=== design 1 ===
==> design_1/metal_stack.png <==
The bar under the picture is 20 um long.
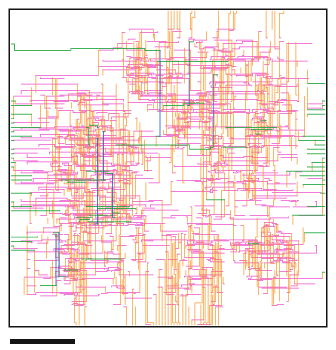

### src/rtl/hazard_pkg.sv
// Shared definitions for the pipeline hazard controller: FSM state encoding
// and the architectural zero register index.
package hazard_pkg;

    typedef enum logic [1:0] {
        ST_RUN      = 2'd0,
        ST_MEM_WAIT = 2'd1,
        ST_ERROR    = 2'd2
    } state_t;

    localparam logic [4:0] REG_ZERO = 5'd0;

endpackage

### src/rtl/sat_counter.sv
// Saturating up-counter used for the stall and flush performance counters;
// it holds at all-ones instead of wrapping.
module sat_counter #(
    parameter int unsigned W = 32
) (
    input  logic         clk,
    input  logic         arst_n,
    input  logic         inc,
    output logic [W-1:0] count
);

    always_ff @(posedge clk or negedge arst_n) begin
        if (!arst_n) begin
            count <= '0;
        end else if (inc && (count != '1)) begin
            count <= count + W'(1);
        end
    end

endmodule

### src/rtl/hazard_ctrl.sv
// Hazard controller for the 5-stage core: load-use bubbles, taken-branch
// flushes, and a data-memory wait freeze guarded by a timeout watchdog.
module hazard_ctrl
    import hazard_pkg::*;
#(
    parameter int unsigned MEM_TIMEOUT = 16,
    parameter int unsigned CNT_W       = 32
) (
    input  logic             clk,
    input  logic             arst_n,
    input  logic [4:0]       rs1_ID,
    input  logic [4:0]       rs2_ID,
    input  logic [4:0]       rd_EX,
    input  logic             mem_read_EX,
    input  logic             branch_taken_EX,
    input  logic             dmem_req_MEM,
    input  logic             dmem_ready,
    output logic             pc_write,
    output logic             if_id_write,
    output logic             if_id_flush,
    output logic             id_ex_flush,
    output logic             ex_mem_write,
    output logic             mem_wb_write,
    output logic             mem_error,
    output logic [CNT_W-1:0] stall_cnt,
    output logic [CNT_W-1:0] flush_cnt
);

    localparam int unsigned WAIT_W = $clog2(MEM_TIMEOUT);
    localparam logic [WAIT_W-1:0] WAIT_LAST = WAIT_W'(MEM_TIMEOUT - 1);

    state_t            state;
    logic [WAIT_W-1:0] wait_cnt;
    logic              freeze;
    logic              load_use;

    assign freeze = ((state == ST_RUN) && dmem_req_MEM && !dmem_ready)
                 || ((state == ST_MEM_WAIT) && !dmem_ready)
                 || (state == ST_ERROR);

    assign load_use = mem_read_EX && (rd_EX != REG_ZERO)
                   && ((rd_EX == rs1_ID) || (rd_EX == rs2_ID));

    // Freeze wins over branch, branch wins over load-use; reset leaves the
    // pipeline enabled so nothing looks stalled while arst_n is low.
    always_comb begin
        pc_write     = 1'b1;
        if_id_write  = 1'b1;
        if_id_flush  = 1'b0;
        id_ex_flush  = 1'b0;
        ex_mem_write = 1'b1;
        mem_wb_write = 1'b1;
        if (!arst_n) begin
            pc_write = 1'b1;
        end else if (freeze) begin
            pc_write     = 1'b0;
            if_id_write  = 1'b0;
            ex_mem_write = 1'b0;
            mem_wb_write = 1'b0;
        end else if (branch_taken_EX) begin
            if_id_flush = 1'b1;
            id_ex_flush = 1'b1;
        end else if (load_use) begin
            pc_write    = 1'b0;
            if_id_write = 1'b0;
            id_ex_flush = 1'b1;
        end
    end

    always_ff @(posedge clk or negedge arst_n) begin
        if (!arst_n) begin
            state     <= ST_RUN;
            wait_cnt  <= '0;
            mem_error <= 1'b0;
        end else begin
            case (state)
                ST_RUN: begin
                    if (dmem_req_MEM && !dmem_ready) begin
                        state    <= ST_MEM_WAIT;
                        wait_cnt <= WAIT_W'(1);
                    end
                end
                ST_MEM_WAIT: begin
                    if (dmem_ready) begin
                        state    <= ST_RUN;
                        wait_cnt <= '0;
                    end else if (wait_cnt == WAIT_LAST) begin
                        state     <= ST_ERROR;
                        mem_error <= 1'b1;
                    end else begin
                        wait_cnt <= wait_cnt + WAIT_W'(1);
                    end
                end
                ST_ERROR: begin
                    mem_error <= 1'b1;
                end
                default: begin
                    state    <= ST_RUN;
                    wait_cnt <= '0;
                end
            endcase
        end
    end

    sat_counter #(.W(CNT_W)) u_stall_cnt (
        .clk    (clk),
        .arst_n (arst_n),
        .inc    (!pc_write),
        .count  (stall_cnt)
    );

    sat_counter #(.W(CNT_W)) u_flush_cnt (
        .clk    (clk),
        .arst_n (arst_n),
        .inc    (if_id_flush),
        .count  (flush_cnt)
    );

endmodule

### config.mk
export PLATFORM = sky130hd
export DESIGN_NAME = hazard_ctrl
export DESIGN_NICKNAME = d
export VERILOG_FILES = /design/src/rtl/hazard_pkg.sv /design/src/rtl/sat_counter.sv /design/src/rtl/hazard_ctrl.sv
export SDC_FILE = /design/constraint.sdc
export NUM_CORES = 1
export LEC_CHECK = 0
export CORE_MARGIN = 3
export CORE_UTILIZATION = 45
export DETAILED_ROUTE_END_ITERATION = 10
export PLACE_DENSITY = 0.73
export SLEW_MARGIN = 25
export SYNTH_ARGS = -nofsm -noshare
export SYNTH_HDL_FRONTEND = slang
export SYNTH_HIERARCHICAL = 1
export SYNTH_SLANG_ARGS = --single-unit
### constraint.sdc
create_clock -name clk -period 3.4 [get_ports clk]
set_clock_uncertainty 0.1 [all_clocks]
set_input_delay 0.51 -clock clk [delete_from_list [all_inputs] [get_ports clk]]
set_output_delay 0.51 -clock clk [all_outputs]
set_load 0.01 [all_outputs]
=== design 2 ===
===== config.mk =====
export PLATFORM = sky130hd
export DESIGN_NAME = vending_controller_flat
export DESIGN_NICKNAME = d
export VERILOG_FILES = /design/src/rtl/vending_controller_pkg.sv /design/src/rtl/vending_controller_if.sv /design/src/rtl/vending_controller_change_picker.sv /design/src/rtl/vending_controller.sv /design/src/flat_wrapper.sv
export SDC_FILE = /design/constraint.sdc
export NUM_CORES = 1
export LEC_CHECK = 0
export ABC_CLOCK_PERIOD_IN_PS = 3840
export CAP_MARGIN = 10
export CORE_MARGIN = 3
export CORE_UTILIZATION = 40
export CTS_CLUSTER_DIAMETER = 200
export DETAILED_ROUTE_END_ITERATION = 8
export PLACE_DENSITY = 0.66
export SLEW_MARGIN = 20
export SYNTH_ARGS = -nofsm -noshare
export SYNTH_HDL_FRONTEND = slang
export SYNTH_SLANG_ARGS = --single-unit
export TNS_END_PERCENT = 100

===== constraint.sdc =====
create_clock -name clk -period 3.84 [get_ports clk]
set_input_delay 0.576 -clock clk [delete_from_list [all_inputs] [get_ports clk]]
set_output_delay 0.576 -clock clk [all_outputs]
set_load 0.01 [all_outputs]

===== src/rtl/vending_controller_pkg.sv =====
// Shared definitions for the vending controller: coin codes, coin value
// table, FSM state encoding and small coin helpers.
package vending_controller_pkg;

   localparam logic [2:0] COIN_5   = 3'd0;
   localparam logic [2:0] COIN_10  = 3'd1;
   localparam logic [2:0] COIN_25  = 3'd2;
   localparam logic [2:0] COIN_50  = 3'd3;
   localparam logic [2:0] COIN_100 = 3'd4;
   localparam logic [2:0] COIN_500 = 3'd5;

   localparam int COIN_VAL_W = 10;

   // Value in cents, indexed by coin code (codes 6..7 have no entry).
   localparam logic [5:0][COIN_VAL_W-1:0] COIN_VALUE =
      {10'd500, 10'd100, 10'd50, 10'd25, 10'd10, 10'd5};

   typedef enum logic [1:0] {
      ST_IDLE   = 2'd0,
      ST_VEND   = 2'd1,
      ST_CHANGE = 2'd2
   } vendState_t;

   function automatic logic coinIsValid(input logic [2:0] code);
      return code <= COIN_500;
   endfunction

   function automatic logic [COIN_VAL_W-1:0] coinValue(input logic [2:0] code);
      return coinIsValid(code) ? COIN_VALUE[code] : '0;
   endfunction

endpackage


===== src/rtl/vending_controller_if.sv =====
// Host-side bundle of the vending controller: coin, selection, config,
// change handshake and status outputs.
interface vending_controller_if #(
   parameter int NUM_SLOTS = 9,
   parameter int CREDIT_W  = 12,
   parameter int STOCK_W   = 4
);
   localparam int IDX_W = $clog2(NUM_SLOTS);

   logic                 coinValid;
   logic [2:0]           coinCode;
   logic [NUM_SLOTS-1:0] select;
   logic                 cancel;
   logic                 cfgWe;
   logic [IDX_W-1:0]     cfgAddr;
   logic [CREDIT_W-1:0]  cfgPrice;
   logic [STOCK_W-1:0]   cfgStock;
   logic                 changeAck;

   logic [CREDIT_W-1:0]  credit;
   logic [CREDIT_W-1:0]  dispValue;
   logic                 dispIsPrice;
   logic [NUM_SLOTS-1:0] affordMask;
   logic [NUM_SLOTS-1:0] soldOutMask;
   logic                 vendValid;
   logic [IDX_W-1:0]     vendSlot;
   logic                 changeValid;
   logic [2:0]           changeCoin;
   logic                 coinReject;
   logic                 busy;

   modport master (
      output coinValid, coinCode, select, cancel, cfgWe, cfgAddr, cfgPrice,
             cfgStock, changeAck,
      input  credit, dispValue, dispIsPrice, affordMask, soldOutMask,
             vendValid, vendSlot, changeValid, changeCoin, coinReject, busy
   );

   modport slave (
      input  coinValid, coinCode, select, cancel, cfgWe, cfgAddr, cfgPrice,
             cfgStock, changeAck,
      output credit, dispValue, dispIsPrice, affordMask, soldOutMask,
             vendValid, vendSlot, changeValid, changeCoin, coinReject, busy
   );

endinterface


===== src/rtl/vending_controller_change_picker.sv =====
// Combinational change picker: largest returnable coin (100c down to 5c)
// not exceeding the given amount. 500c is never paid out.
module change_picker
   import vending_controller_pkg::*;
#(
   parameter int CREDIT_W = 12
) (
   input  logic [CREDIT_W-1:0] amount,
   output logic [2:0]          coinCode,
   output logic [CREDIT_W-1:0] coinVal
);

   // Descending threshold compare; 5c is the floor when nothing larger fits.
   always_comb begin
      coinCode = COIN_5;
      if (amount >= CREDIT_W'(100))     coinCode = COIN_100;
      else if (amount >= CREDIT_W'(50)) coinCode = COIN_50;
      else if (amount >= CREDIT_W'(25)) coinCode = COIN_25;
      else if (amount >= CREDIT_W'(10)) coinCode = COIN_10;
      coinVal = CREDIT_W'(coinValue(coinCode));
   end

endmodule


===== src/rtl/vending_controller.sv =====
// Vending controller: credit accumulation, slot price/stock table, vend
// sequencing, coin-by-coin change return and temporary price display.
module vending_controller
   import vending_controller_pkg::*;
#(
   parameter int NUM_SLOTS  = 9,
   parameter int CREDIT_W   = 12,
   parameter int STOCK_W    = 4,
   parameter int MAX_CREDIT = 1000,
   parameter int PRICE_HOLD = 50000000
) (
   input logic                 clk,
   input logic                 resetN,
   vending_controller_if.slave bus
);

   localparam int IDX_W  = $clog2(NUM_SLOTS);
   localparam int HOLD_W = $clog2(PRICE_HOLD + 1);
   localparam int SUM_W  = CREDIT_W + 1;
   localparam logic [CREDIT_W-1:0] FIVE = CREDIT_W'(5);

   vendState_t                          state;
   logic [CREDIT_W-1:0]                 credit;
   logic [NUM_SLOTS-1:0][CREDIT_W-1:0]  price;
   logic [NUM_SLOTS-1:0][STOCK_W-1:0]   stock;
   logic [HOLD_W-1:0]                   holdCnt;
   logic                                dispIsPrice;
   logic [CREDIT_W-1:0]                 dispPrice;
   logic                                vendValid;
   logic [IDX_W-1:0]                    vendSlot;
   logic                                coinReject;

   logic                isIdle, selOneHot, selAfford, cmdSel;
   logic                cancelGo, vendGo, showPrice, coinAccept, cfgGo;
   logic [IDX_W-1:0]    selIdx;
   logic [SUM_W-1:0]    coinSum;
   logic [2:0]          pickCode;
   logic [CREDIT_W-1:0] pickVal, changeRem;
   logic [NUM_SLOTS-1:0] affordMask, soldOutMask;

   change_picker #(.CREDIT_W(CREDIT_W)) uPicker (
      .amount   (credit),
      .coinCode (pickCode),
      .coinVal  (pickVal)
   );

   // Encode the one-hot select into a slot index.
   always_comb begin
      selIdx = '0;
      for (int i = 0; i < NUM_SLOTS; i++)
         if (bus.select[i]) selIdx = IDX_W'(i);
   end

   // IDLE command decode. Cancel outranks select, and a coin arriving with
   // either command asserted is bounced rather than credited.
   always_comb begin
      isIdle     = (state == ST_IDLE);
      selOneHot  = $onehot(bus.select);
      selAfford  = (stock[selIdx] != '0) && (price[selIdx] <= credit);
      cmdSel     = isIdle && !bus.cancel && selOneHot;
      cancelGo   = isIdle && bus.cancel && (credit != '0);
      vendGo     = cmdSel && selAfford;
      showPrice  = cmdSel && !selAfford;
      coinSum    = SUM_W'(credit) + SUM_W'(coinValue(bus.coinCode));
      coinAccept = isIdle && bus.coinValid && !bus.cancel && !selOneHot &&
                   coinIsValid(bus.coinCode) && (coinSum <= SUM_W'(MAX_CREDIT));
      cfgGo      = isIdle && bus.cfgWe && (credit == '0) &&
                   (int'(bus.cfgAddr) < NUM_SLOTS);
      changeRem  = credit - pickVal;
   end

   // Per-slot status masks.
   always_comb begin
      for (int i = 0; i < NUM_SLOTS; i++) begin
         soldOutMask[i] = (stock[i] == '0);
         affordMask[i]  = (stock[i] != '0) && (price[i] <= credit);
      end
   end

   // Main FSM with slot table, credit and registered pulse outputs. A
   // leftover below 5c (possible only with non-multiple-of-5 prices) cannot
   // be paid out and is dropped instead of entering CHANGE.
   always_ff @(posedge clk or negedge resetN) begin
      if (!resetN) begin
         state       <= ST_IDLE;
         credit      <= '0;
         price       <= '0;
         stock       <= '0;
         holdCnt     <= '0;
         dispIsPrice <= 1'b0;
         dispPrice   <= '0;
         vendValid   <= 1'b0;
         vendSlot    <= '0;
         coinReject  <= 1'b0;
      end else begin
         vendValid  <= 1'b0;
         coinReject <= bus.coinValid && !coinAccept;

         if (showPrice) begin
            dispIsPrice <= 1'b1;
            dispPrice   <= price[selIdx];
            holdCnt     <= HOLD_W'(PRICE_HOLD - 1);
         end else if (coinAccept || vendGo || cancelGo) begin
            dispIsPrice <= 1'b0;
            holdCnt     <= '0;
         end else if (dispIsPrice) begin
            if (holdCnt == '0) dispIsPrice <= 1'b0;
            else               holdCnt     <= holdCnt - 1'b1;
         end

         case (state)
            ST_IDLE: begin
               if (cfgGo) begin
                  price[bus.cfgAddr] <= bus.cfgPrice;
                  stock[bus.cfgAddr] <= bus.cfgStock;
               end
               if (cancelGo) begin
                  if (credit >= FIVE) state  <= ST_CHANGE;
                  else                credit <= '0;
               end else if (vendGo) begin
                  state         <= ST_VEND;
                  vendValid     <= 1'b1;
                  vendSlot      <= selIdx;
                  stock[selIdx] <= stock[selIdx] - STOCK_W'(1);
                  credit        <= credit - price[selIdx];
               end else if (coinAccept) begin
                  credit <= coinSum[CREDIT_W-1:0];
               end
            end
            ST_VEND: begin
               if (credit >= FIVE) state <= ST_CHANGE;
               else begin
                  credit <= '0;
                  state  <= ST_IDLE;
               end
            end
            ST_CHANGE: begin
               if (bus.changeAck) begin
                  if (changeRem >= FIVE) credit <= changeRem;
                  else begin
                     credit <= '0;
                     state  <= ST_IDLE;
                  end
               end
            end
            default: state <= ST_IDLE;
         endcase
      end
   end

   assign bus.credit      = credit;
   assign bus.dispValue   = dispIsPrice ? dispPrice : credit;
   assign bus.dispIsPrice = dispIsPrice;
   assign bus.affordMask  = affordMask;
   assign bus.soldOutMask = soldOutMask;
   assign bus.vendValid   = vendValid;
   assign bus.vendSlot    = vendSlot;
   assign bus.changeValid = (state == ST_CHANGE);
   assign bus.changeCoin  = pickCode;
   assign bus.coinReject  = coinReject;
   assign bus.busy        = (state != ST_IDLE);

endmodule


===== src/flat_wrapper.sv =====
// flat-port wrapper written by rule: the top's interface ports become plain ports
module vending_controller_flat import vending_controller_pkg::*;
#(
   parameter int NUM_SLOTS  = 9,
   parameter int CREDIT_W   = 12,
   parameter int STOCK_W    = 4,
   parameter int MAX_CREDIT = 1000,
   parameter int PRICE_HOLD = 50000000
)
  (clk, resetN, bus_coinValid, bus_coinCode, bus_select, bus_cancel, bus_cfgWe, bus_cfgAddr, bus_cfgPrice, bus_cfgStock, bus_changeAck, bus_credit, bus_dispValue, bus_dispIsPrice, bus_affordMask, bus_soldOutMask, bus_vendValid, bus_vendSlot, bus_changeValid, bus_changeCoin, bus_coinReject, bus_busy);
  vending_controller_if #(.NUM_SLOTS(NUM_SLOTS), .CREDIT_W(CREDIT_W), .STOCK_W(STOCK_W)) bus_i ();
  input logic clk;
  input logic resetN;
  input wire logic [$bits(bus_i.coinValid)-1:0] bus_coinValid;
  input wire logic [$bits(bus_i.coinCode)-1:0] bus_coinCode;
  input wire logic [$bits(bus_i.select)-1:0] bus_select;
  input wire logic [$bits(bus_i.cancel)-1:0] bus_cancel;
  input wire logic [$bits(bus_i.cfgWe)-1:0] bus_cfgWe;
  input wire logic [$bits(bus_i.cfgAddr)-1:0] bus_cfgAddr;
  input wire logic [$bits(bus_i.cfgPrice)-1:0] bus_cfgPrice;
  input wire logic [$bits(bus_i.cfgStock)-1:0] bus_cfgStock;
  input wire logic [$bits(bus_i.changeAck)-1:0] bus_changeAck;
  output wire logic [$bits(bus_i.credit)-1:0] bus_credit;
  output wire logic [$bits(bus_i.dispValue)-1:0] bus_dispValue;
  output wire logic [$bits(bus_i.dispIsPrice)-1:0] bus_dispIsPrice;
  output wire logic [$bits(bus_i.affordMask)-1:0] bus_affordMask;
  output wire logic [$bits(bus_i.soldOutMask)-1:0] bus_soldOutMask;
  output wire logic [$bits(bus_i.vendValid)-1:0] bus_vendValid;
  output wire logic [$bits(bus_i.vendSlot)-1:0] bus_vendSlot;
  output wire logic [$bits(bus_i.changeValid)-1:0] bus_changeValid;
  output wire logic [$bits(bus_i.changeCoin)-1:0] bus_changeCoin;
  output wire logic [$bits(bus_i.coinReject)-1:0] bus_coinReject;
  output wire logic [$bits(bus_i.busy)-1:0] bus_busy;
  assign bus_i.coinValid = bus_coinValid;
  assign bus_i.coinCode = bus_coinCode;
  assign bus_i.select = bus_select;
  assign bus_i.cancel = bus_cancel;
  assign bus_i.cfgWe = bus_cfgWe;
  assign bus_i.cfgAddr = bus_cfgAddr;
  assign bus_i.cfgPrice = bus_cfgPrice;
  assign bus_i.cfgStock = bus_cfgStock;
  assign bus_i.changeAck = bus_changeAck;
  assign bus_credit = bus_i.credit;
  assign bus_dispValue = bus_i.dispValue;
  assign bus_dispIsPrice = bus_i.dispIsPrice;
  assign bus_affordMask = bus_i.affordMask;
  assign bus_soldOutMask = bus_i.soldOutMask;
  assign bus_vendValid = bus_i.vendValid;
  assign bus_vendSlot = bus_i.vendSlot;
  assign bus_changeValid = bus_i.changeValid;
  assign bus_changeCoin = bus_i.changeCoin;
  assign bus_coinReject = bus_i.coinReject;
  assign bus_busy = bus_i.busy;
  vending_controller #(.NUM_SLOTS(NUM_SLOTS), .CREDIT_W(CREDIT_W), .STOCK_W(STOCK_W), .MAX_CREDIT(MAX_CREDIT), .PRICE_HOLD(PRICE_HOLD)) u_core (.clk(clk), .resetN(resetN), .bus(bus_i));
endmodule

==> design_1/registers.png <==
The bar under the picture is 20 um long. Other sequential cells in the stronger gray, the rest of the logic in the fainter gray.
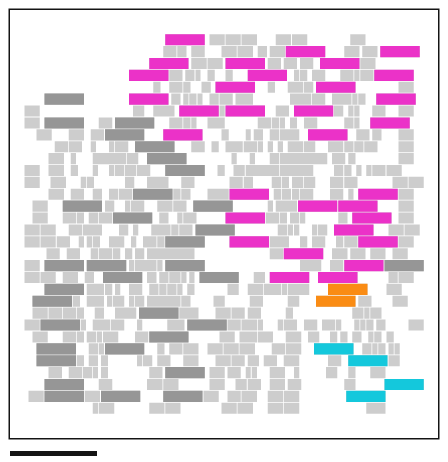
cyan -> wait_cnt  # sequential cells 4, where lower right
magenta -> u_flush_cnt/count  # sequential cells 32
orange -> state  # sequential cells 2
not colored = 33

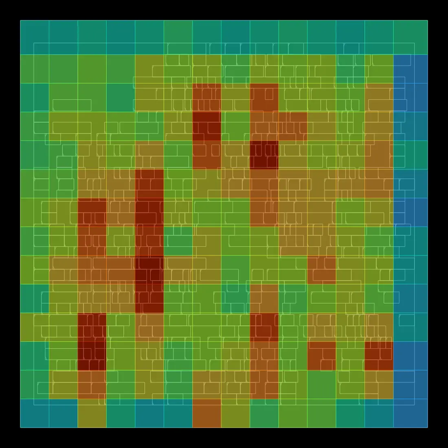
(design_1/final_congestion.png)
combined global-route utilization of all metal layers: 20.6%
Wirelength per Cell: 17.0 um

Notes on design_1/metal_stack.png above:
blue -> met4  # wire length 152 um
magenta -> met1  # wire length 4,300 um
orange -> met2  # wire length 4,780 um
green -> met3  # wire length 488 um

==> datasheet_impl.txt, design 1 <==
Table: implementation figures

Parameter                              Value

Logic synthesis
  Fa+ha+maj area frac .................. 0.987%
  Number of instances in the synthesized netlist .................. 365
  Fraction of registers with async set or reset after synthesis .................. 100%

Clocking
  H-tree lvl count .................. 3
  Clock latency at the later pin of the worst-skew pair .................. 0.34 ns
  Buffers inserted during post-CTS setup optimization .................. 0
  CTS buffer count .................. 9

Status
  Outcome .................. complete, no violations

GRT
  Grt met1 use .................. 26.4%

Placement
  Number of cells in the design after placement .................. 557
  Routability cong. .................. 0.843

Layout
  Final Cell Area .................. 0.00504 mm2

Critical path
  Crit Path Category .................. in2out
  Critical R2R Capture .................. u_flush_cnt/count[25]
  Largest delay contributor family on the critical path .................. buffers and inverters
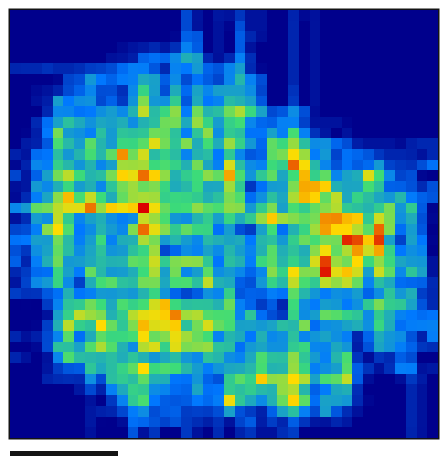
(design_2/wire_density.png)
The bar under the picture is 50 um long. The die is cut into 40 by 40 equal tiles; dark blue is low, red is high, scaled to the fullest tile. Values are wire area over tile area, all layers added.
tiles over half the peak = 18%
mean over tiles = 0.21
fullest tile = 0.75
emptiest ninth of the die = upper right
nearly empty tiles = 22%

==> datasheet_impl.txt, design 2 <==
Table: implementation figures

Parameter                              Value

Status
  Outcome .................. finished, violations left
  Violations in the final reports .................. setup timing

Layout
  Number of inserted filler cells in the final layout .................. 2,960
  Most common cell after layout, fill and taps aside .................. buf_4
  Register with the highest flop count .................. u_core.price
  Fraction of layout instances using a drive strength above 1 .................. 35.2%
  Largest regs .................. u_core.price (108), u_core.stock (36), u_core.holdCnt (26)
  Ant. Diodes .................. 0

Power
  Worst-case vdd ir drop .................. 0.318 mV
  Flop pwr share .................. 21.7%

Route
  DRT iter0 DRCs .................. 1,119
  Amount of wire on met2 after detailed routing .................. 23,800 um
  Vias after detailed routing .................. 13,800
  Final wirelength .................. 49,800 um

Critical path
  Register-to-Register Setup Slack .................. -0.49 ns
  Ordered cell list for the critical path .................. buf_6, buf_6, ha_4, inv_2, fa_2, inv_2, fa_2, ha_4, fa_1, or4b_4, or3_4, a311oi_4, buf_12, mux2_2, a22oi_1, a2bb2oi_2
  Largest delay contributor family on the critical path .................. adder cells
  Setup crit end kind .................. register
  Top fanout value on the critical path .................. 5
  Length in cells of the worst reg-to-reg path .................. 19

Clocking
  Worst-path clk slew .................. 0.06 ns
  Clk sinks .................. 203

Timing
  Setup Total Neg Slack .................. -37.12 ns
  Setup-violating endpoint count in the final report .................. 86
  Setup slack of the critical path after layout .................. -0.571 ns
  Number of pins with negative max-slew slack in the final report .................. 0

GRT
  Combined global-route utilization of all metal layers .................. 24.1%
  Fraction of met3 tracks used by global routing .................. 3.29%

Floorplanning
  Tap cell count .................. 461

Logic synthesis
  Ranking of synthesized cells by area .................. dfrtp_1 (35%), ha_1 (13%), mux2_2 (9.1%)
  Number of nets at floorplan .................. 1,680
  Most used standard cells in the synthesized netlist .................. dfrtp_1 (203), ha_1 (154), mux2_2 (118)

Run
  Number of violations of the max-capacitance limit .................. 0
  Count of warning messages emitted by the tools .................. 36

=== design 3 ===
==> design_3/wire_density.png <==
The bar under the picture is 50 um long. The die is cut into 14 by 20 equal tiles; dark blue is low, red is high, scaled to the fullest tile. Values are wire area over tile area, all layers added.
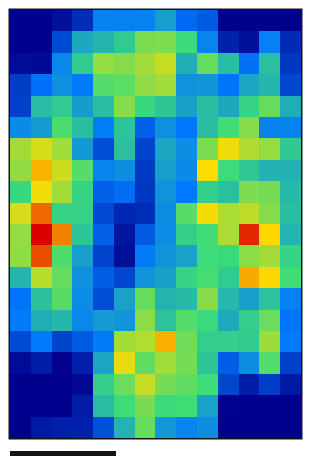

==> config.mk <==
export PLATFORM = sky130hd
export DESIGN_NAME = bpm_packet_parser
export DESIGN_NICKNAME = d
export VERILOG_FILES = /design/src/rtl/bpm_packet_parser.sv
export SDC_FILE = /design/constraint.sdc
export NUM_CORES = 1
export LEC_CHECK = 0
export ABC_CLOCK_PERIOD_IN_PS = 9400
export CAP_MARGIN = 20
export CORE_ASPECT_RATIO = 1.5
export CORE_MARGIN = 4
export CORE_UTILIZATION = 48
export CTS_CLUSTER_SIZE = 14
export DETAILED_ROUTE_END_ITERATION = 8
export GPL_ROUTABILITY_DRIVEN = 0
export PLACE_DENSITY = 0.8
export SLEW_MARGIN = 20
export SYNTH_ARGS = -nofsm -noshare
export SYNTH_HDL_FRONTEND = slang
export SYNTH_SLANG_ARGS = --single-unit
==> constraint.sdc <==
create_clock -name clk -period 9.4 [get_ports clk]
set_input_delay 1.41 -clock clk [delete_from_list [all_inputs] [get_ports clk]]
set_output_delay 1.41 -clock clk [all_outputs]
set_load 0.01 [all_outputs]
==> src/rtl/bpm_packet_parser.sv <==
// BPM AXI-stream packet parser: validates 5-word packets (header, X, Y, S, CRC),
// publishes decoded fields on a one-cycle strobe and keeps saturating error statistics.
module bpm_packet_parser #(
    parameter logic [15:0] MAGIC     = 16'hA5BE,
    parameter int unsigned CNT_WIDTH = 16
) (
    input  logic                 clk,
    input  logic                 rst,
    input  logic [31:0]          s_tdata,
    input  logic                 s_tlast,
    input  logic                 s_tvalid,
    input  logic                 clear_counters,
    output logic                 pkt_valid,
    output logic [8:0]           fofb_index,
    output logic [4:0]           cell_index,
    output logic                 fofb_enabled,
    output logic [31:0]          pos_x,
    output logic [31:0]          pos_y,
    output logic [29:0]          sum,
    output logic                 crc_fault,
    output logic                 adc_clip,
    output logic [CNT_WIDTH-1:0] good_count,
    output logic [CNT_WIDTH-1:0] bad_magic_count,
    output logic [CNT_WIDTH-1:0] short_count,
    output logic [CNT_WIDTH-1:0] long_count
);

    typedef enum logic [2:0] {HDR, WX, WY, WS, WCRC, DISCARD} state_t;

    state_t      state;
    logic [8:0]  stg_fofb_index;
    logic [4:0]  stg_cell_index;
    logic        stg_fofb_enabled;
    logic [31:0] stg_x;
    logic [31:0] stg_y;
    logic [31:0] stg_s;

    logic inc_good_c;
    logic inc_bad_magic_c;
    logic inc_short_c;
    logic inc_long_c;

    function automatic logic [CNT_WIDTH-1:0] sat_inc(input logic [CNT_WIDTH-1:0] v);
        return (&v) ? v : v + CNT_WIDTH'(1);
    endfunction

    // Per-word classification: at most one statistic bumps per malformed packet.
    always_comb begin
        inc_good_c      = 1'b0;
        inc_bad_magic_c = 1'b0;
        inc_short_c     = 1'b0;
        inc_long_c      = 1'b0;
        if (s_tvalid) begin
            case (state)
                HDR: begin
                    if (s_tlast)
                        inc_short_c = 1'b1;
                    else if (s_tdata[31:16] != MAGIC)
                        inc_bad_magic_c = 1'b1;
                end
                WX, WY, WS: inc_short_c = s_tlast;
                WCRC: begin
                    inc_good_c = s_tlast;
                    inc_long_c = ~s_tlast;
                end
                default: ;
            endcase
        end
    end

    always_ff @(posedge clk or posedge rst) begin
        if (rst) begin
            state            <= HDR;
            pkt_valid        <= 1'b0;
            stg_fofb_index   <= '0;
            stg_cell_index   <= '0;
            stg_fofb_enabled <= 1'b0;
            stg_x            <= '0;
            stg_y            <= '0;
            stg_s            <= '0;
            fofb_index       <= '0;
            cell_index       <= '0;
            fofb_enabled     <= 1'b0;
            pos_x            <= '0;
            pos_y            <= '0;
            sum              <= '0;
            crc_fault        <= 1'b0;
            adc_clip         <= 1'b0;
        end else begin
            pkt_valid <= 1'b0;
            if (s_tvalid) begin
                case (state)
                    HDR: begin
                        if (!s_tlast) begin
                            if (s_tdata[31:16] == MAGIC) begin
                                stg_fofb_index   <= s_tdata[8:0];
                                stg_cell_index   <= s_tdata[14:10];
                                stg_fofb_enabled <= s_tdata[15];
                                state            <= WX;
                            end else begin
                                state <= DISCARD;
                            end
                        end
                    end
                    WX: begin
                        stg_x <= s_tdata;
                        state <= s_tlast ? HDR : WY;
                    end
                    WY: begin
                        stg_y <= s_tdata;
                        state <= s_tlast ? HDR : WS;
                    end
                    WS: begin
                        stg_s <= s_tdata;
                        state <= s_tlast ? HDR : WCRC;
                    end
                    WCRC: begin
                        if (s_tlast) begin
                            fofb_index   <= stg_fofb_index;
                            cell_index   <= stg_cell_index;
                            fofb_enabled <= stg_fofb_enabled;
                            pos_x        <= stg_x;
                            pos_y        <= stg_y;
                            sum          <= stg_s[29:0];
                            crc_fault    <= stg_s[31];
                            adc_clip     <= stg_s[30];
                            pkt_valid    <= 1'b1;
                            state        <= HDR;
                        end else begin
                            state <= DISCARD;
                        end
                    end
                    DISCARD: begin
                        if (s_tlast)
                            state <= HDR;
                    end
                    default: state <= HDR;
                endcase
            end
        end
    end

    // Saturating statistics; a clear wins over a same-cycle increment.
    always_ff @(posedge clk or posedge rst) begin
        if (rst) begin
            good_count      <= '0;
            bad_magic_count <= '0;
            short_count     <= '0;
            long_count      <= '0;
        end else if (clear_counters) begin
            good_count      <= '0;
            bad_magic_count <= '0;
            short_count     <= '0;
            long_count      <= '0;
        end else begin
            if (inc_good_c)      good_count      <= sat_inc(good_count);
            if (inc_bad_magic_c) bad_magic_count <= sat_inc(bad_magic_count);
            if (inc_short_c)     short_count     <= sat_inc(short_count);
            if (inc_long_c)      long_count      <= sat_inc(long_count);
        end
    end

endmodule

=== design 4 ===
File: config.mk
export PLATFORM = sky130hd
export DESIGN_NAME = alu_rs
export DESIGN_NICKNAME = d
export VERILOG_FILES = /design/src/rtl/alu_rs.sv
export SDC_FILE = /design/constraint.sdc
export NUM_CORES = 2
export LEC_CHECK = 0
export ABC_AREA = 1
export CAP_MARGIN = 40
export CORE_ASPECT_RATIO = 1.25
export CORE_MARGIN = 1
export CORE_UTILIZATION = 40
export CTS_BUF_LIST = sky130_fd_sc_hd__clkbuf_8
export CTS_CLUSTER_SIZE = 12
export DETAILED_ROUTE_END_ITERATION = 10
export SLEW_MARGIN = 10
export SYNTH_ARGS = -nofsm -noshare
export SYNTH_HDL_FRONTEND = slang
export SYNTH_SLANG_ARGS = --single-unit
File: constraint.sdc
create_clock -name clk -period 3.7 [get_ports clk]
set_input_delay 0.37 -clock clk [delete_from_list [all_inputs] [get_ports clk]]
set_output_delay 0.37 -clock clk [all_outputs]
set_load 0.05 [all_outputs]
File: src/rtl/alu_rs.sv
// alu_rs: reservation station in front of the ALU.
// Holds up to ENTRIES decoded ALU instructions, snoops the CDB to resolve
// pending source operands, and issues at most one fully-ready instruction
// per cycle (lowest slot index first).
// Ports:
//   clk, rst                     clock, asynchronous active-low reset
//   CDBTag, CDBData              result broadcast (tag 0 = no broadcast)
//   dispValid, dispOp, dispValO, dispTagO, dispValT, dispTagT, dispDest
//                                dispatch from the decoder
//   full                         all slots busy (combinational)
//   operandO, operandT, wrtTag, opCode
//                                registered issue to the ALU (NOP when idle)
module alu_rs #(
  parameter int unsigned ENTRIES = 8,
  parameter int unsigned DATA_W  = 32,
  parameter int unsigned TAG_W   = 4,
  parameter int unsigned OP_W    = 5
) (
  input  logic              clk,
  input  logic              rst,
  input  logic [TAG_W-1:0]  CDBTag,
  input  logic [DATA_W-1:0] CDBData,
  input  logic              dispValid,
  input  logic [OP_W-1:0]   dispOp,
  input  logic [DATA_W-1:0] dispValO,
  input  logic [TAG_W-1:0]  dispTagO,
  input  logic [DATA_W-1:0] dispValT,
  input  logic [TAG_W-1:0]  dispTagT,
  input  logic [TAG_W-1:0]  dispDest,
  output logic              full,
  output logic [DATA_W-1:0] operandO,
  output logic [DATA_W-1:0] operandT,
  output logic [TAG_W-1:0]  wrtTag,
  output logic [OP_W-1:0]   opCode
);

  localparam int unsigned IDX_W = (ENTRIES > 1) ? $clog2(ENTRIES) : 1;

  typedef struct packed {
    logic [OP_W-1:0]   op;
    logic [DATA_W-1:0] val_o;
    logic [TAG_W-1:0]  tag_o;
    logic [DATA_W-1:0] val_t;
    logic [TAG_W-1:0]  tag_t;
    logic [TAG_W-1:0]  dest;
  } slot_t;

  logic [ENTRIES-1:0] busy_q, busy_d;
  slot_t              slot_q [ENTRIES];
  slot_t              slot_d [ENTRIES];

  logic [OP_W-1:0]    op_code_q, op_code_d;
  logic [TAG_W-1:0]   wrt_tag_q, wrt_tag_d;
  logic [DATA_W-1:0]  operand_o_q, operand_o_d;
  logic [DATA_W-1:0]  operand_t_q, operand_t_d;

  logic               cdb_valid_c;
  logic [ENTRIES-1:0] ready_c;
  logic               issue_c;
  logic [IDX_W-1:0]   issue_idx_c;
  logic [IDX_W-1:0]   alloc_idx_c;
  logic               accept_c;

  assign full        = &busy_q;
  assign cdb_valid_c = (CDBTag != '0);
  assign accept_c    = dispValid && !full;

  // Select: lowest-index busy slot whose operands are both present (pre-wakeup state)
  always_comb begin
    issue_c     = 1'b0;
    issue_idx_c = '0;
    for (int i = 0; i < int'(ENTRIES); i++) begin
      ready_c[i] = busy_q[i] && (slot_q[i].tag_o == '0) && (slot_q[i].tag_t == '0);
    end
    for (int i = int'(ENTRIES) - 1; i >= 0; i--) begin
      if (ready_c[i]) begin
        issue_c     = 1'b1;
        issue_idx_c = IDX_W'(i);
      end
    end
  end

  // Allocate: lowest-index free slot from registered busy, so a slot freed this edge is not reused
  always_comb begin
    alloc_idx_c = '0;
    for (int i = int'(ENTRIES) - 1; i >= 0; i--) begin
      if (!busy_q[i]) alloc_idx_c = IDX_W'(i);
    end
  end

  // Next state: issue, CDB wakeup, dispatch with same-cycle bypass
  always_comb begin
    busy_d      = busy_q;
    slot_d      = slot_q;
    op_code_d   = '0;
    wrt_tag_d   = '0;
    operand_o_d = '0;
    operand_t_d = '0;

    if (issue_c) begin
      op_code_d           = slot_q[issue_idx_c].op;
      wrt_tag_d           = slot_q[issue_idx_c].dest;
      operand_o_d         = slot_q[issue_idx_c].val_o;
      operand_t_d         = slot_q[issue_idx_c].val_t;
      busy_d[issue_idx_c] = 1'b0;
    end

    for (int i = 0; i < int'(ENTRIES); i++) begin
      if (busy_q[i] && cdb_valid_c) begin
        if (slot_q[i].tag_o == CDBTag) begin
          slot_d[i].val_o = CDBData;
          slot_d[i].tag_o = '0;
        end
        if (slot_q[i].tag_t == CDBTag) begin
          slot_d[i].val_t = CDBData;
          slot_d[i].tag_t = '0;
        end
      end
    end

    if (accept_c) begin
      busy_d[alloc_idx_c]      = 1'b1;
      slot_d[alloc_idx_c].op   = dispOp;
      slot_d[alloc_idx_c].dest = dispDest;
      if (cdb_valid_c && (dispTagO == CDBTag)) begin
        slot_d[alloc_idx_c].val_o = CDBData;
        slot_d[alloc_idx_c].tag_o = '0;
      end else begin
        slot_d[alloc_idx_c].val_o = dispValO;
        slot_d[alloc_idx_c].tag_o = dispTagO;
      end
      if (cdb_valid_c && (dispTagT == CDBTag)) begin
        slot_d[alloc_idx_c].val_t = CDBData;
        slot_d[alloc_idx_c].tag_t = '0;
      end else begin
        slot_d[alloc_idx_c].val_t = dispValT;
        slot_d[alloc_idx_c].tag_t = dispTagT;
      end
    end
  end

  // State and output registers
  always_ff @(posedge clk or negedge rst) begin
    if (!rst) begin
      busy_q      <= '0;
      op_code_q   <= '0;
      wrt_tag_q   <= '0;
      operand_o_q <= '0;
      operand_t_q <= '0;
      for (int i = 0; i < int'(ENTRIES); i++) begin
        slot_q[i] <= '0;
      end
    end else begin
      busy_q      <= busy_d;
      op_code_q   <= op_code_d;
      wrt_tag_q   <= wrt_tag_d;
      operand_o_q <= operand_o_d;
      operand_t_q <= operand_t_d;
      for (int i = 0; i < int'(ENTRIES); i++) begin
        slot_q[i] <= slot_d[i];
      end
    end
  end

  assign opCode   = op_code_q;
  assign wrtTag   = wrt_tag_q;
  assign operandO = operand_o_q;
  assign operandT = operand_t_q;

endmodule

=== design 5 ===
File: config.mk
export PLATFORM = sky130hd
export DESIGN_NAME = gate_array_bist
export DESIGN_NICKNAME = d
export VERILOG_FILES = /design/src/rtl/gate_array_bist.sv
export SDC_FILE = /design/constraint.sdc
export NUM_CORES = 1
export LEC_CHECK = 0
export CORE_MARGIN = 1
export CORE_UTILIZATION = 40
export CTS_CLUSTER_DIAMETER = 120
export DETAILED_ROUTE_END_ITERATION = 8
export PLACE_DENSITY_LB_ADDON = 0.12
export SYNTH_ARGS = -nofsm -noshare
export SYNTH_HDL_FRONTEND = slang
export SYNTH_SLANG_ARGS = --single-unit
File: constraint.sdc
create_clock -name clk -period 3.7 [get_ports clk]
set_input_delay 0.37 -clock clk [delete_from_list [all_inputs] [get_ports clk]]
set_output_delay 0.37 -clock clk [all_outputs]
set_load 0.02 [all_outputs]
File: src/rtl/gate_array_bist.sv
// Gate-array datapath: per-lane 2-input gate selected by mode,
// PIPE output registers with valid/ready flow control, and a
// built-in self-test that drains the pipe, injects all 32
// mode/operand combinations and checks them against a truth table.
//
// Ports:
//   clk, rst        clock and synchronous active-high reset
//   mode, x, y      gate select and operands, taken with in_valid
//   in_valid        input beat offered
//   in_ready        input beat accepted this cycle
//   z, out_valid    registered result and its valid flag
//   out_ready       downstream accepts z
//   bist_start      request a self-test (honoured only when idle)
//   bist_busy       self-test in progress
//   bist_done       one-cycle pulse when the self-test ends
//   bist_pass       result of the last completed self-test

module gate_array_bist #(
   parameter int WIDTH = 8,
   parameter int PIPE  = 1
) (
   input  logic             clk,
   input  logic             rst,
   input  logic [2:0]       mode,
   input  logic [WIDTH-1:0] x,
   input  logic [WIDTH-1:0] y,
   input  logic             in_valid,
   output logic             in_ready,
   output logic [WIDTH-1:0] z,
   output logic             out_valid,
   input  logic             out_ready,
   input  logic             bist_start,
   output logic             bist_busy,
   output logic             bist_done,
   output logic             bist_pass
);

   typedef enum logic [2:0] {
      IDLE,
      DRAIN,
      RUN,
      CHECK,
      DONE
   } state_t;

   // Truth table indexed by {mode, x, y}; one nibble per mode,
   // mode 7 in the top nibble. Kept apart from the gate logic so
   // the self-test compares against an independent source.
   localparam logic [31:0] GOLD_TT = 32'hC396_1E87;

   state_t           st;
   logic [4:0]       cnt;
   logic             pass_run;

   logic [PIPE-1:0]  v;
   logic [PIPE-1:0]  tag;
   logic [WIDTH-1:0] d  [PIPE];
   logic [4:0]       vi [PIPE];

   logic             run;
   logic             adv;
   logic             ld_v;
   logic [2:0]       sel_mode;
   logic [WIDTH-1:0] sel_x;
   logic [WIDTH-1:0] sel_y;
   logic [WIDTH-1:0] fn_calc;
   wire  [WIDTH-1:0] fn_out;
   logic [WIDTH-1:0] golden;
   logic             mismatch;

   // Self-test results are consumed internally, so the pipe runs
   // freely during RUN/CHECK regardless of out_ready.
   always_comb begin
      run = (st == RUN);
      adv = 1'b1;
      if (st != RUN && st != CHECK)
         adv = !v[PIPE-1] || out_ready;
   end

   assign in_ready = !rst && (st == IDLE) && !bist_start && adv;

   always_comb begin
      ld_v = run;
      if (st == IDLE)
         ld_v = in_valid && in_ready;
   end

   always_comb begin
      sel_mode = mode;
      sel_x    = x;
      sel_y    = y;
      if (run) begin
         sel_mode = cnt[4:2];
         sel_x    = {WIDTH{cnt[1]}};
         sel_y    = {WIDTH{cnt[0]}};
      end
   end

   always_comb begin
      fn_calc = '0;
      unique case (sel_mode)
         3'd0: fn_calc = ~(sel_x & sel_y);
         3'd1: fn_calc = sel_x & sel_y;
         3'd2: fn_calc = sel_x | sel_y;
         3'd3: fn_calc = ~(sel_x | sel_y);
         3'd4: fn_calc = sel_x ^ sel_y;
         3'd5: fn_calc = ~(sel_x ^ sel_y);
         3'd6: fn_calc = ~sel_x;
         3'd7: fn_calc = sel_x;
      endcase
   end

   assign fn_out = fn_calc;

   always_comb begin
      golden   = {WIDTH{GOLD_TT[vi[PIPE-1]]}};
      mismatch = v[PIPE-1] && tag[PIPE-1]
                 && (d[PIPE-1] != golden);
   end

   // All stages move together; a stall anywhere freezes the pipe.
   always_ff @(posedge clk) begin
      if (rst) begin
         v   <= '0;
         tag <= '0;
         for (int i = 0; i < PIPE; i++) begin
            d[i]  <= '0;
            vi[i] <= '0;
         end
      end else if (adv) begin
         for (int i = PIPE - 1; i > 0; i--) begin
            v[i]   <= v[i-1];
            tag[i] <= tag[i-1];
            d[i]   <= d[i-1];
            vi[i]  <= vi[i-1];
         end
         v[0]   <= ld_v;
         tag[0] <= run;
         d[0]   <= fn_out;
         vi[0]  <= cnt;
      end
   end

   assign z         = d[PIPE-1];
   assign out_valid = v[PIPE-1] && !tag[PIPE-1];

   always_ff @(posedge clk) begin
      if (rst) begin
         st        <= IDLE;
         cnt       <= '0;
         pass_run  <= 1'b0;
         bist_busy <= 1'b0;
         bist_done <= 1'b0;
         bist_pass <= 1'b0;
      end else begin
         bist_done <= 1'b0;
         unique case (st)
            IDLE: begin
               if (bist_start) begin
                  st        <= DRAIN;
                  bist_busy <= 1'b1;
               end
            end
            DRAIN: begin
               if (v == '0) begin
                  st       <= RUN;
                  cnt      <= '0;
                  pass_run <= 1'b1;
               end
            end
            RUN: begin
               if (mismatch)
                  pass_run <= 1'b0;
               cnt <= cnt + 5'd1;
               if (cnt == 5'd31) begin
                  st  <= CHECK;
                  cnt <= '0;
               end
            end
            CHECK: begin
               if (mismatch)
                  pass_run <= 1'b0;
               if (cnt == 5'(PIPE - 1)) begin
                  st        <= DONE;
                  bist_done <= 1'b1;
                  bist_pass <= pass_run && !mismatch;
               end else begin
                  cnt <= cnt + 5'd1;
               end
            end
            DONE: begin
               st        <= IDLE;
               bist_busy <= 1'b0;
            end
            default: begin
               st        <= IDLE;
               bist_busy <= 1'b0;
            end
         endcase
      end
   end

endmodule

=== design 6 ===
==> config.mk <==
export PLATFORM = sky130hd
export DESIGN_NAME = traffic_phase_ctrl
export DESIGN_NICKNAME = d
export VERILOG_FILES = /design/src/rtl/traffic_pkg.sv /design/src/rtl/traffic_phase_ctrl_phase_timer.sv /design/src/rtl/traffic_phase_ctrl.sv
export SDC_FILE = /design/constraint.sdc
export NUM_CORES = 1
export LEC_CHECK = 0
export ABC_AREA = 1
export CAP_MARGIN = 30
export CORE_MARGIN = 2
export CORE_UTILIZATION = 40
export DETAILED_ROUTE_END_ITERATION = 10
export GPL_ROUTABILITY_DRIVEN = 0
export PLACE_DENSITY = 0.71
export SLEW_MARGIN = 25
export SYNTH_ARGS = -nofsm -noshare
export SYNTH_HDL_FRONTEND = slang
export SYNTH_HIERARCHICAL = 1
export SYNTH_SLANG_ARGS = --single-unit
==> constraint.sdc <==
create_clock -name clk -period 4 [get_ports clk]
set_input_delay 1.2 -clock clk [delete_from_list [all_inputs] [get_ports clk]]
set_output_delay 1.2 -clock clk [all_outputs]
set_load 0.01 [all_outputs]
==> src/rtl/traffic_pkg.sv <==
// Shared phase encoding, light constants and decode helpers for the traffic phase controller.
package traffic_pkg;

    typedef enum logic [1:0] {
        S0 = 2'b00,   // main green
        S1 = 2'b01,   // main yellow
        S2 = 2'b10,   // side green
        S3 = 2'b11    // side yellow
    } phase_t;

    localparam logic [2:0] RED = 3'b100;
    localparam logic [2:0] YEL = 3'b010;
    localparam logic [2:0] GRN = 3'b001;

    // Fixed rotation order of the four phases.
    function automatic phase_t next_phase(input phase_t p);
        phase_t n;
        case (p)
            S0:      n = S1;
            S1:      n = S2;
            S2:      n = S3;
            default: n = S0;
        endcase
        return n;
    endfunction

    // Returns {main_light, side_light}; only one road is ever non-red.
    function automatic logic [5:0] light_decode(input phase_t p);
        logic [5:0] l;
        case (p)
            S0:      l = {GRN, RED};
            S1:      l = {YEL, RED};
            S2:      l = {RED, GRN};
            default: l = {RED, YEL};
        endcase
        return l;
    endfunction

endpackage

==> src/rtl/traffic_phase_ctrl_phase_timer.sv <==
// Per-phase cycle counter: clears on phase change, saturates once the phase duration is reached.
module phase_timer #(
    parameter int CNT_W = 8
) (
    input  logic             clk,
    input  logic             reset,
    input  logic             i_clear,
    input  logic [CNT_W-1:0] i_dur,
    output logic [CNT_W-1:0] o_cnt,
    output logic             o_full
);

    logic [CNT_W-1:0] r_cnt;

    // i_dur is never zero, so dur-1 cannot underflow; >= keeps full asserted
    // when a shortened duration drops below the running count.
    assign o_full = (r_cnt >= (i_dur - CNT_W'(1)));
    assign o_cnt  = r_cnt;

    // Count up each cycle, hold at the limit, restart at every phase change.
    always_ff @(posedge clk) begin
        if (reset || i_clear) begin
            r_cnt <= '0;
        end else if (!o_full) begin
            r_cnt <= r_cnt + CNT_W'(1);
        end
    end

endmodule

==> src/rtl/traffic_phase_ctrl.sv <==
// Four-phase main/side road traffic light controller with programmable phase durations.
module traffic_phase_ctrl
    import traffic_pkg::*;
#(
    parameter int CNT_W = 8,
    parameter int T0    = 8,
    parameter int T1    = 3,
    parameter int T2    = 6,
    parameter int T3    = 3
) (
    input  logic             clk,
    input  logic             reset,
    input  logic             c,
    input  logic             cfg_we,
    input  logic [1:0]       cfg_sel,
    input  logic [CNT_W-1:0] cfg_data,
    output logic [1:0]       state,
    output logic [2:0]       main_light,
    output logic [2:0]       side_light,
    output logic             phase_done,
    output logic [CNT_W-1:0] cnt
);

    phase_t           r_state;
    logic [CNT_W-1:0] r_dur [4];
    logic             r_phase_done;
    logic [2:0]       r_main;
    logic [2:0]       r_side;

    logic [CNT_W-1:0] w_dur_cur;
    logic [CNT_W-1:0] w_cnt;
    logic             w_full;
    logic             w_adv;
    phase_t           w_next;
    logic [5:0]       w_lights_next;

    // A zero duration would make dur-1 wrap, so it is stored as one cycle.
    function automatic logic [CNT_W-1:0] coerce_dur(input logic [CNT_W-1:0] v);
        return (v == '0) ? CNT_W'(1) : v;
    endfunction

    // Full compare uses the duration held before any same-cycle write.
    assign w_dur_cur     = r_dur[r_state];
    assign w_adv         = w_full && ((r_state != S0) || c);
    assign w_next        = w_adv ? next_phase(r_state) : r_state;
    assign w_lights_next = light_decode(w_next);

    phase_timer #(
        .CNT_W (CNT_W)
    ) u_timer (
        .clk     (clk),
        .reset   (reset),
        .i_clear (w_adv),
        .i_dur   (w_dur_cur),
        .o_cnt   (w_cnt),
        .o_full  (w_full)
    );

    // Phase FSM, duration registers and registered Moore light outputs.
    always_ff @(posedge clk) begin
        if (reset) begin
            r_state      <= S0;
            r_phase_done <= 1'b0;
            r_main       <= GRN;
            r_side       <= RED;
            r_dur[0]     <= coerce_dur(CNT_W'(T0));
            r_dur[1]     <= coerce_dur(CNT_W'(T1));
            r_dur[2]     <= coerce_dur(CNT_W'(T2));
            r_dur[3]     <= coerce_dur(CNT_W'(T3));
        end else begin
            r_state      <= w_next;
            r_phase_done <= w_adv;
            r_main       <= w_lights_next[5:3];
            r_side       <= w_lights_next[2:0];
            if (cfg_we) begin
                r_dur[cfg_sel] <= coerce_dur(cfg_data);
            end
        end
    end

    assign state      = r_state;
    assign main_light = r_main;
    assign side_light = r_side;
    assign phase_done = r_phase_done;
    assign cnt        = w_cnt;

endmodule

==> design_4/cell_classes.png <==
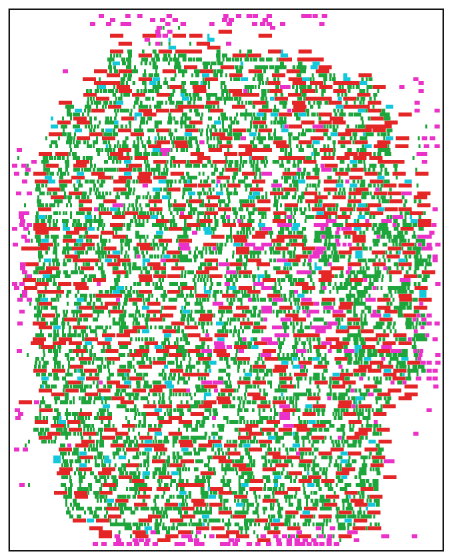
green -> all other logic  # cells 4,977
cyan -> clock drivers and dummy loads  # cells 226
magenta -> other buffers and delay cells  # cells 338
red -> flip-flops  # cells 729

==> datasheet_impl.txt, design 4 <==
Table: implementation figures

Parameter                              Value

Critical path
  Delay of the slowest cell on the worst path .................. 0.86 ns
  Critical R2R Capture .................. operandO[3]
  Largest delay contributor family on the critical path .................. buffers and inverters

Layout
  Cell type taking the most area .................. multi-input combinational cells
  Portion of the layout cell area used by non-clock buffers .................. 7.82%
  Register with the highest flop count .................. slot_q
  Final net count .................. 6,298
  Number of clock buffers in the layout .................. 164

Logic synthesis
  Number of instances in the synthesized netlist .................. 6,285
  Number of enable-type register cells in the synthesized netlist .................. 0
  YS chip area .................. 0.0440 mm2
  Logic family by area .................. simple AND/OR/NAND/NOR gates
  Compound-gate portion of the synthesized area .................. 19.8%
  Most used DFF post-synth .................. dfrtp_1
  Synthesized area per cell .................. 7.00 um2
  Synthesized area .................. 0.0440 mm2

Power
  Leading power group .................. combinational logic
  P_comb .................. 28.8 mW
  Switching pwr .................. 25.8 mW
  Switching power as a share of total power .................. 50.8%
  Total clock network power .................. 7.66 mW
  Relative contribution of combinational cells to total power .................. 56.7%
  Cell internal pwr .................. 25.0 mW

Timing
  Minimum clock period .................. 3.28 ns
  Post-route clock period utilization .................. 88.7%
  Setup-violating endpoint count in the final report .................. 0

Route
  Final wirelength .................. 189,000 um
  Wirelength per Cell .................. 24.5 um
  Highest metal layer with signal wires .................. met5
  Metal1 wirelength .................. 72,500 um
  Antenna-violating nets left .................. 0
  Met3 layer wire length in the routed design .................. 17,700 um

GRT
  Antenna violations before repair .................. 14

Clocking
  Worst-path clk slew .................. 0.06 ns
  Clk Tree Root Cell .................. clkbuf_8
  Resize count post-CTS .................. 0

Floorplanning
  Die area .................. 0.111 mm2
  Core Density at Floorplan .................. 40.5%

Status
  Outcome .................. complete, no violations

Hold path
  Class of the most critical hold timing path .................. in2async
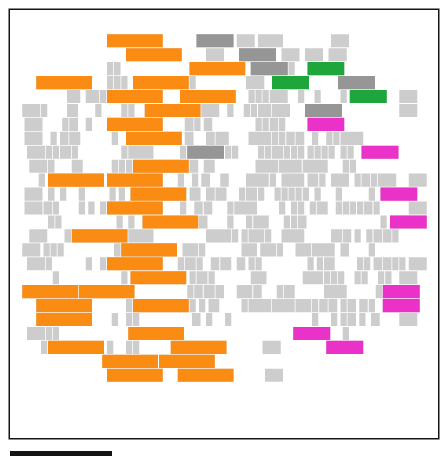
(design_6/registers.png)
The bar under the picture is 20 um long. Other sequential cells in the stronger gray, the rest of the logic in the fainter gray.
green -> side_light  # sequential cells 3
orange -> r_dur  # sequential cells 32
magenta -> u_timer/o_cnt  # sequential cells 8
not colored = 6

==> datasheet_impl.txt, design 6 <==
Table: implementation figures

Parameter                              Value

Logic synthesis
  Logic family by area .................. simple AND/OR/NAND/NOR gates
  Ranking of synthesized cells by area .................. edfxtp_1 (38%), dfxtp_1 (13%), nor2_1 (10%)
  Area share of the largest cell type after synthesis .................. 38.0%
  Register share after synthesis .................. 51.4%

Clocking
  Worst-path clk slew .................. 0.09 ns
  Resize count post-CTS .................. 0
  Hold_buf cts .................. 0
  H-tree lvl count .................. 2

GRT
  Via count of the first global-routing pass .................. 1,929

Critical path
  Launching point of the worst reg2reg path .................. state[0]
  Number of buffers and inverters on the critical path .................. 7
  Crit path to .................. u_timer/o_cnt[2]
  Largest delay contributor family on the critical path .................. simple AND/OR/NAND/NOR gates
  Critical Path Stages .................. 22

Route
  Vias after detailed routing .................. 1,952
  DRT iter0 DRCs .................. 65

Floorplanning
  Area of the placeable core .................. 0.00603 mm2

Placement
  Worst-case setup slack after placement .................. 0.605 ns
  Placement-stage cell area .................. 0.00291 mm2

Status
  Outcome .................. complete, no violations

Power
  Switching power as a share of total power .................. 27.1%

Layout
  Fraction of standard cell area that is sequential .................. 43.5%
  Portion of the layout cell area used by non-clock buffers .................. 10.5%
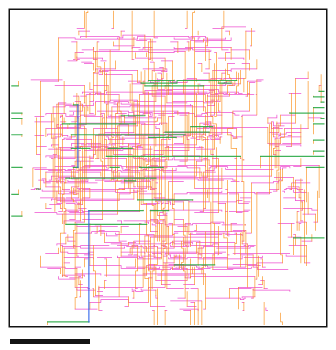
(design_5/metal_stack.png)
The bar under the picture is 20 um long.
orange -> met2  # wire length 2,760 um
green -> met3  # wire length 346 um
blue -> met4  # wire length 43.5 um
magenta -> met1  # wire length 2,960 um

==> datasheet_impl.txt, design 5 <==
Table: implementation figures

Parameter                              Value

Status
  Outcome .................. complete, no violations

Clocking
  CTS buffer count .................. 3
  CTS tree .................. yes
  Worst-path clk slew .................. 0.10 ns

Timing
  Clock Skew .................. 0.00777 ns
  Minimum clock period .................. 3.05 ns
  Unrepaired setup endpoints after global routing .................. no
  Number of pins with negative max-slew slack in the final report .................. 0

Critical path
  Beginning of the critical path .................. st[1]
  Ordered cell list for the critical path .................. or3b_1, nor2_2, a21oi_1, ha_1, o311ai_0, nand3_1, o2111ai_1, a211oi_1, a211oi_1

Floorplanning
  Y dimension of the die .................. 79.2 um

Power
  Clock network fraction of total power .................. 11.4%
  Worst-case vdd ir drop .................. 0.234 mV
  Total clock network power .................. 0.172 mW

Logic synthesis
  Basic-gate share of the synthesized area counting and, or, nand and nor cells .................. 20.1%
  Area share of the largest cell type after synthesis .................. 16.4%
  Fa+ha+maj area frac .................. 11.5%
  YS chip area .................. 0.00238 mm2

GRT
  Fraction of met3 tracks used by global routing .................. 2.99%
  Global-route wire length before repair .................. 9880 um

Layout
  Fraction of layout instances using a drive strength above 1 .................. 6.11%
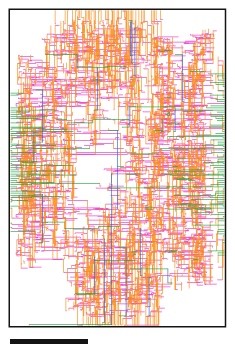
(design_3/metal_stack.png)
The bar under the picture is 50 um long.
magenta -> met1  # wire length 11,300 um
green -> met3  # wire length 2,090 um
orange -> met2  # wire length 15,100 um
blue -> met4  # wire length 590 um

Notes on design_3/wire_density.png above:
fullest tile = 0.46
tiles over half the peak = 29%
mean over tiles = 0.17

==> datasheet_impl.txt, design 3 <==
Table: implementation figures

Parameter                              Value

Logic synthesis
  Ranking of synthesized cells by area .................. dfrtp_1 (61%), nand2_1 (11%), mux2_2 (11%)
  Xor and xnor fraction of the mapped netlist area .................. 2.85%
  Number of enable-type register cells in the synthesized netlist .................. 0

Layout
  Ant. Diodes .................. 0
  Final Cell Area .................. 0.0152 mm2
  Most common cell after layout, fill and taps aside .................. nand2_1

Clocking
  Buffers inserted during post-CTS setup optimization .................. 0
  Resize count post-CTS .................. 0

Timing
  Minimum clock period .................. 3.65 ns
  Final count of hold timing violations .................. 0
  Slew at the pin with the worst max-slew slack .................. 1.11 ns

GRT
  Combined global-route utilization of all metal layers .................. 20.8%

Floorplanning
  Top Ports .................. 213

Critical path
  Worst-path cell with the longest stage delay .................. nand3_2
  Setup crit end kind .................. register
  Length in cells of the worst reg-to-reg path .................. 6

Route
  Amount of wire on met2 after detailed routing .................. 15,100 um

Status
  Outcome .................. complete, no violations


==> layout pictures side by side <==
Signal metal coverage by tile.
shot_01.png
The bar under the picture is 20 um long. The die is cut into 17 by 17 equal tiles; dark blue is low, red is high, scaled to the fullest tile. Values are wire area over tile area, all layers added.
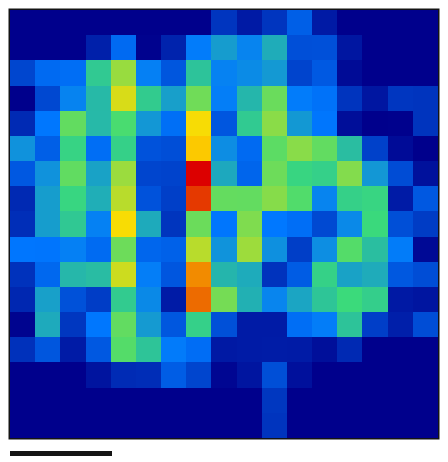
shot_02.png
The bar under the picture is 100 um long. The die is cut into 30 by 37 equal tiles; dark blue is low, red is high, scaled to the fullest tile. Values are wire area over tile area, all layers added.
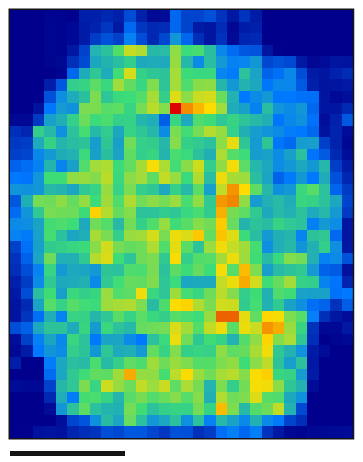
shot_03.png
The bar under the picture is 20 um long. The die is cut into 16 by 16 equal tiles; dark blue is low, red is high, scaled to the fullest tile. Values are wire area over tile area, all layers added.
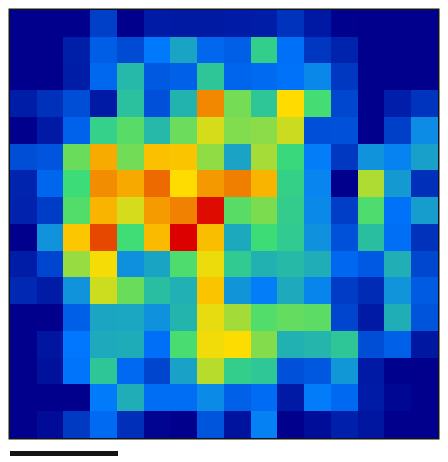
shot_04.png
The bar under the picture is 20 um long. The die is cut into 20 by 20 equal tiles; dark blue is low, red is high, scaled to the fullest tile. Values are wire area over tile area, all layers added.
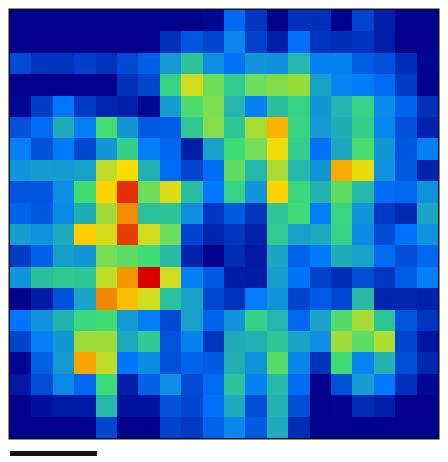
- largest die: shot_02.png
shot_04.png: design 1
shot_03.png: design 5
shot_02.png: design 4
shot_01.png: design 6

Key to shot_03.png:
tiles over half the peak = 23%
densest ninth of the die = center
nearly empty tiles = 16%


==> notes/layouts.md <==
Pictures saved along the way, in no particular order.

Register map, names as in the netlist.
(a)
The bar under the picture is 50 um long. Other sequential cells in the stronger gray, the rest of the logic in the fainter gray.
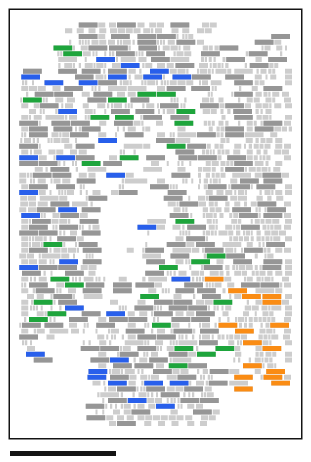
(b)
The bar under the picture is 100 um long. Other sequential cells in the stronger gray, the rest of the logic in the fainter gray.
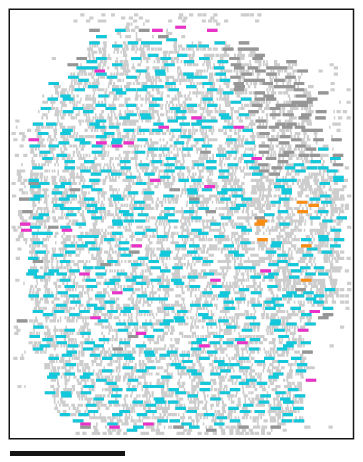
(c)
The bar under the picture is 20 um long. Other sequential cells in the stronger gray, the rest of the logic in the fainter gray.
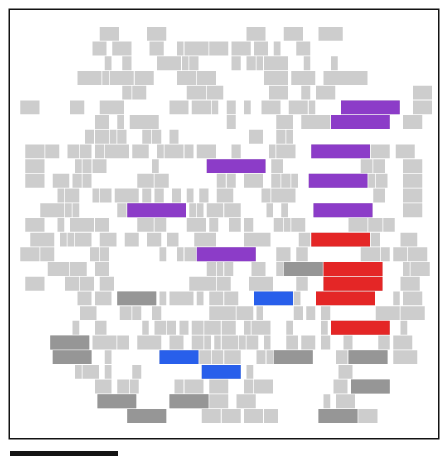
(d)
The bar under the picture is 50 um long. Other sequential cells in the stronger gray, the rest of the logic in the fainter gray.
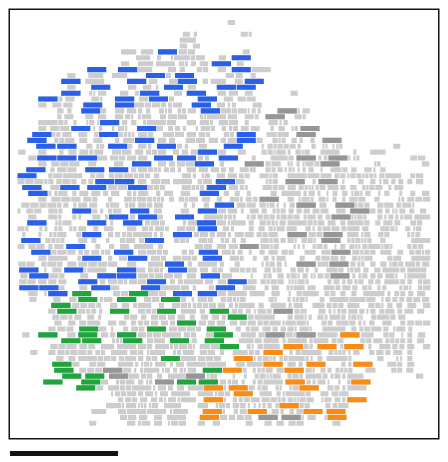
For design 2, see (d).
For design 5, see (c).
For design 4, see (b).
For design 3, see (a).
The one with the smallest die is (c).
The one with the most sequential cells is (b).

Key to (d):
green -> u_core.stock  # sequential cells 36
orange -> u_core.holdCnt  # sequential cells 26
blue -> u_core.price  # sequential cells 108
not colored = 33

No activity file was given, so power comes from the tool's default toggle rates.
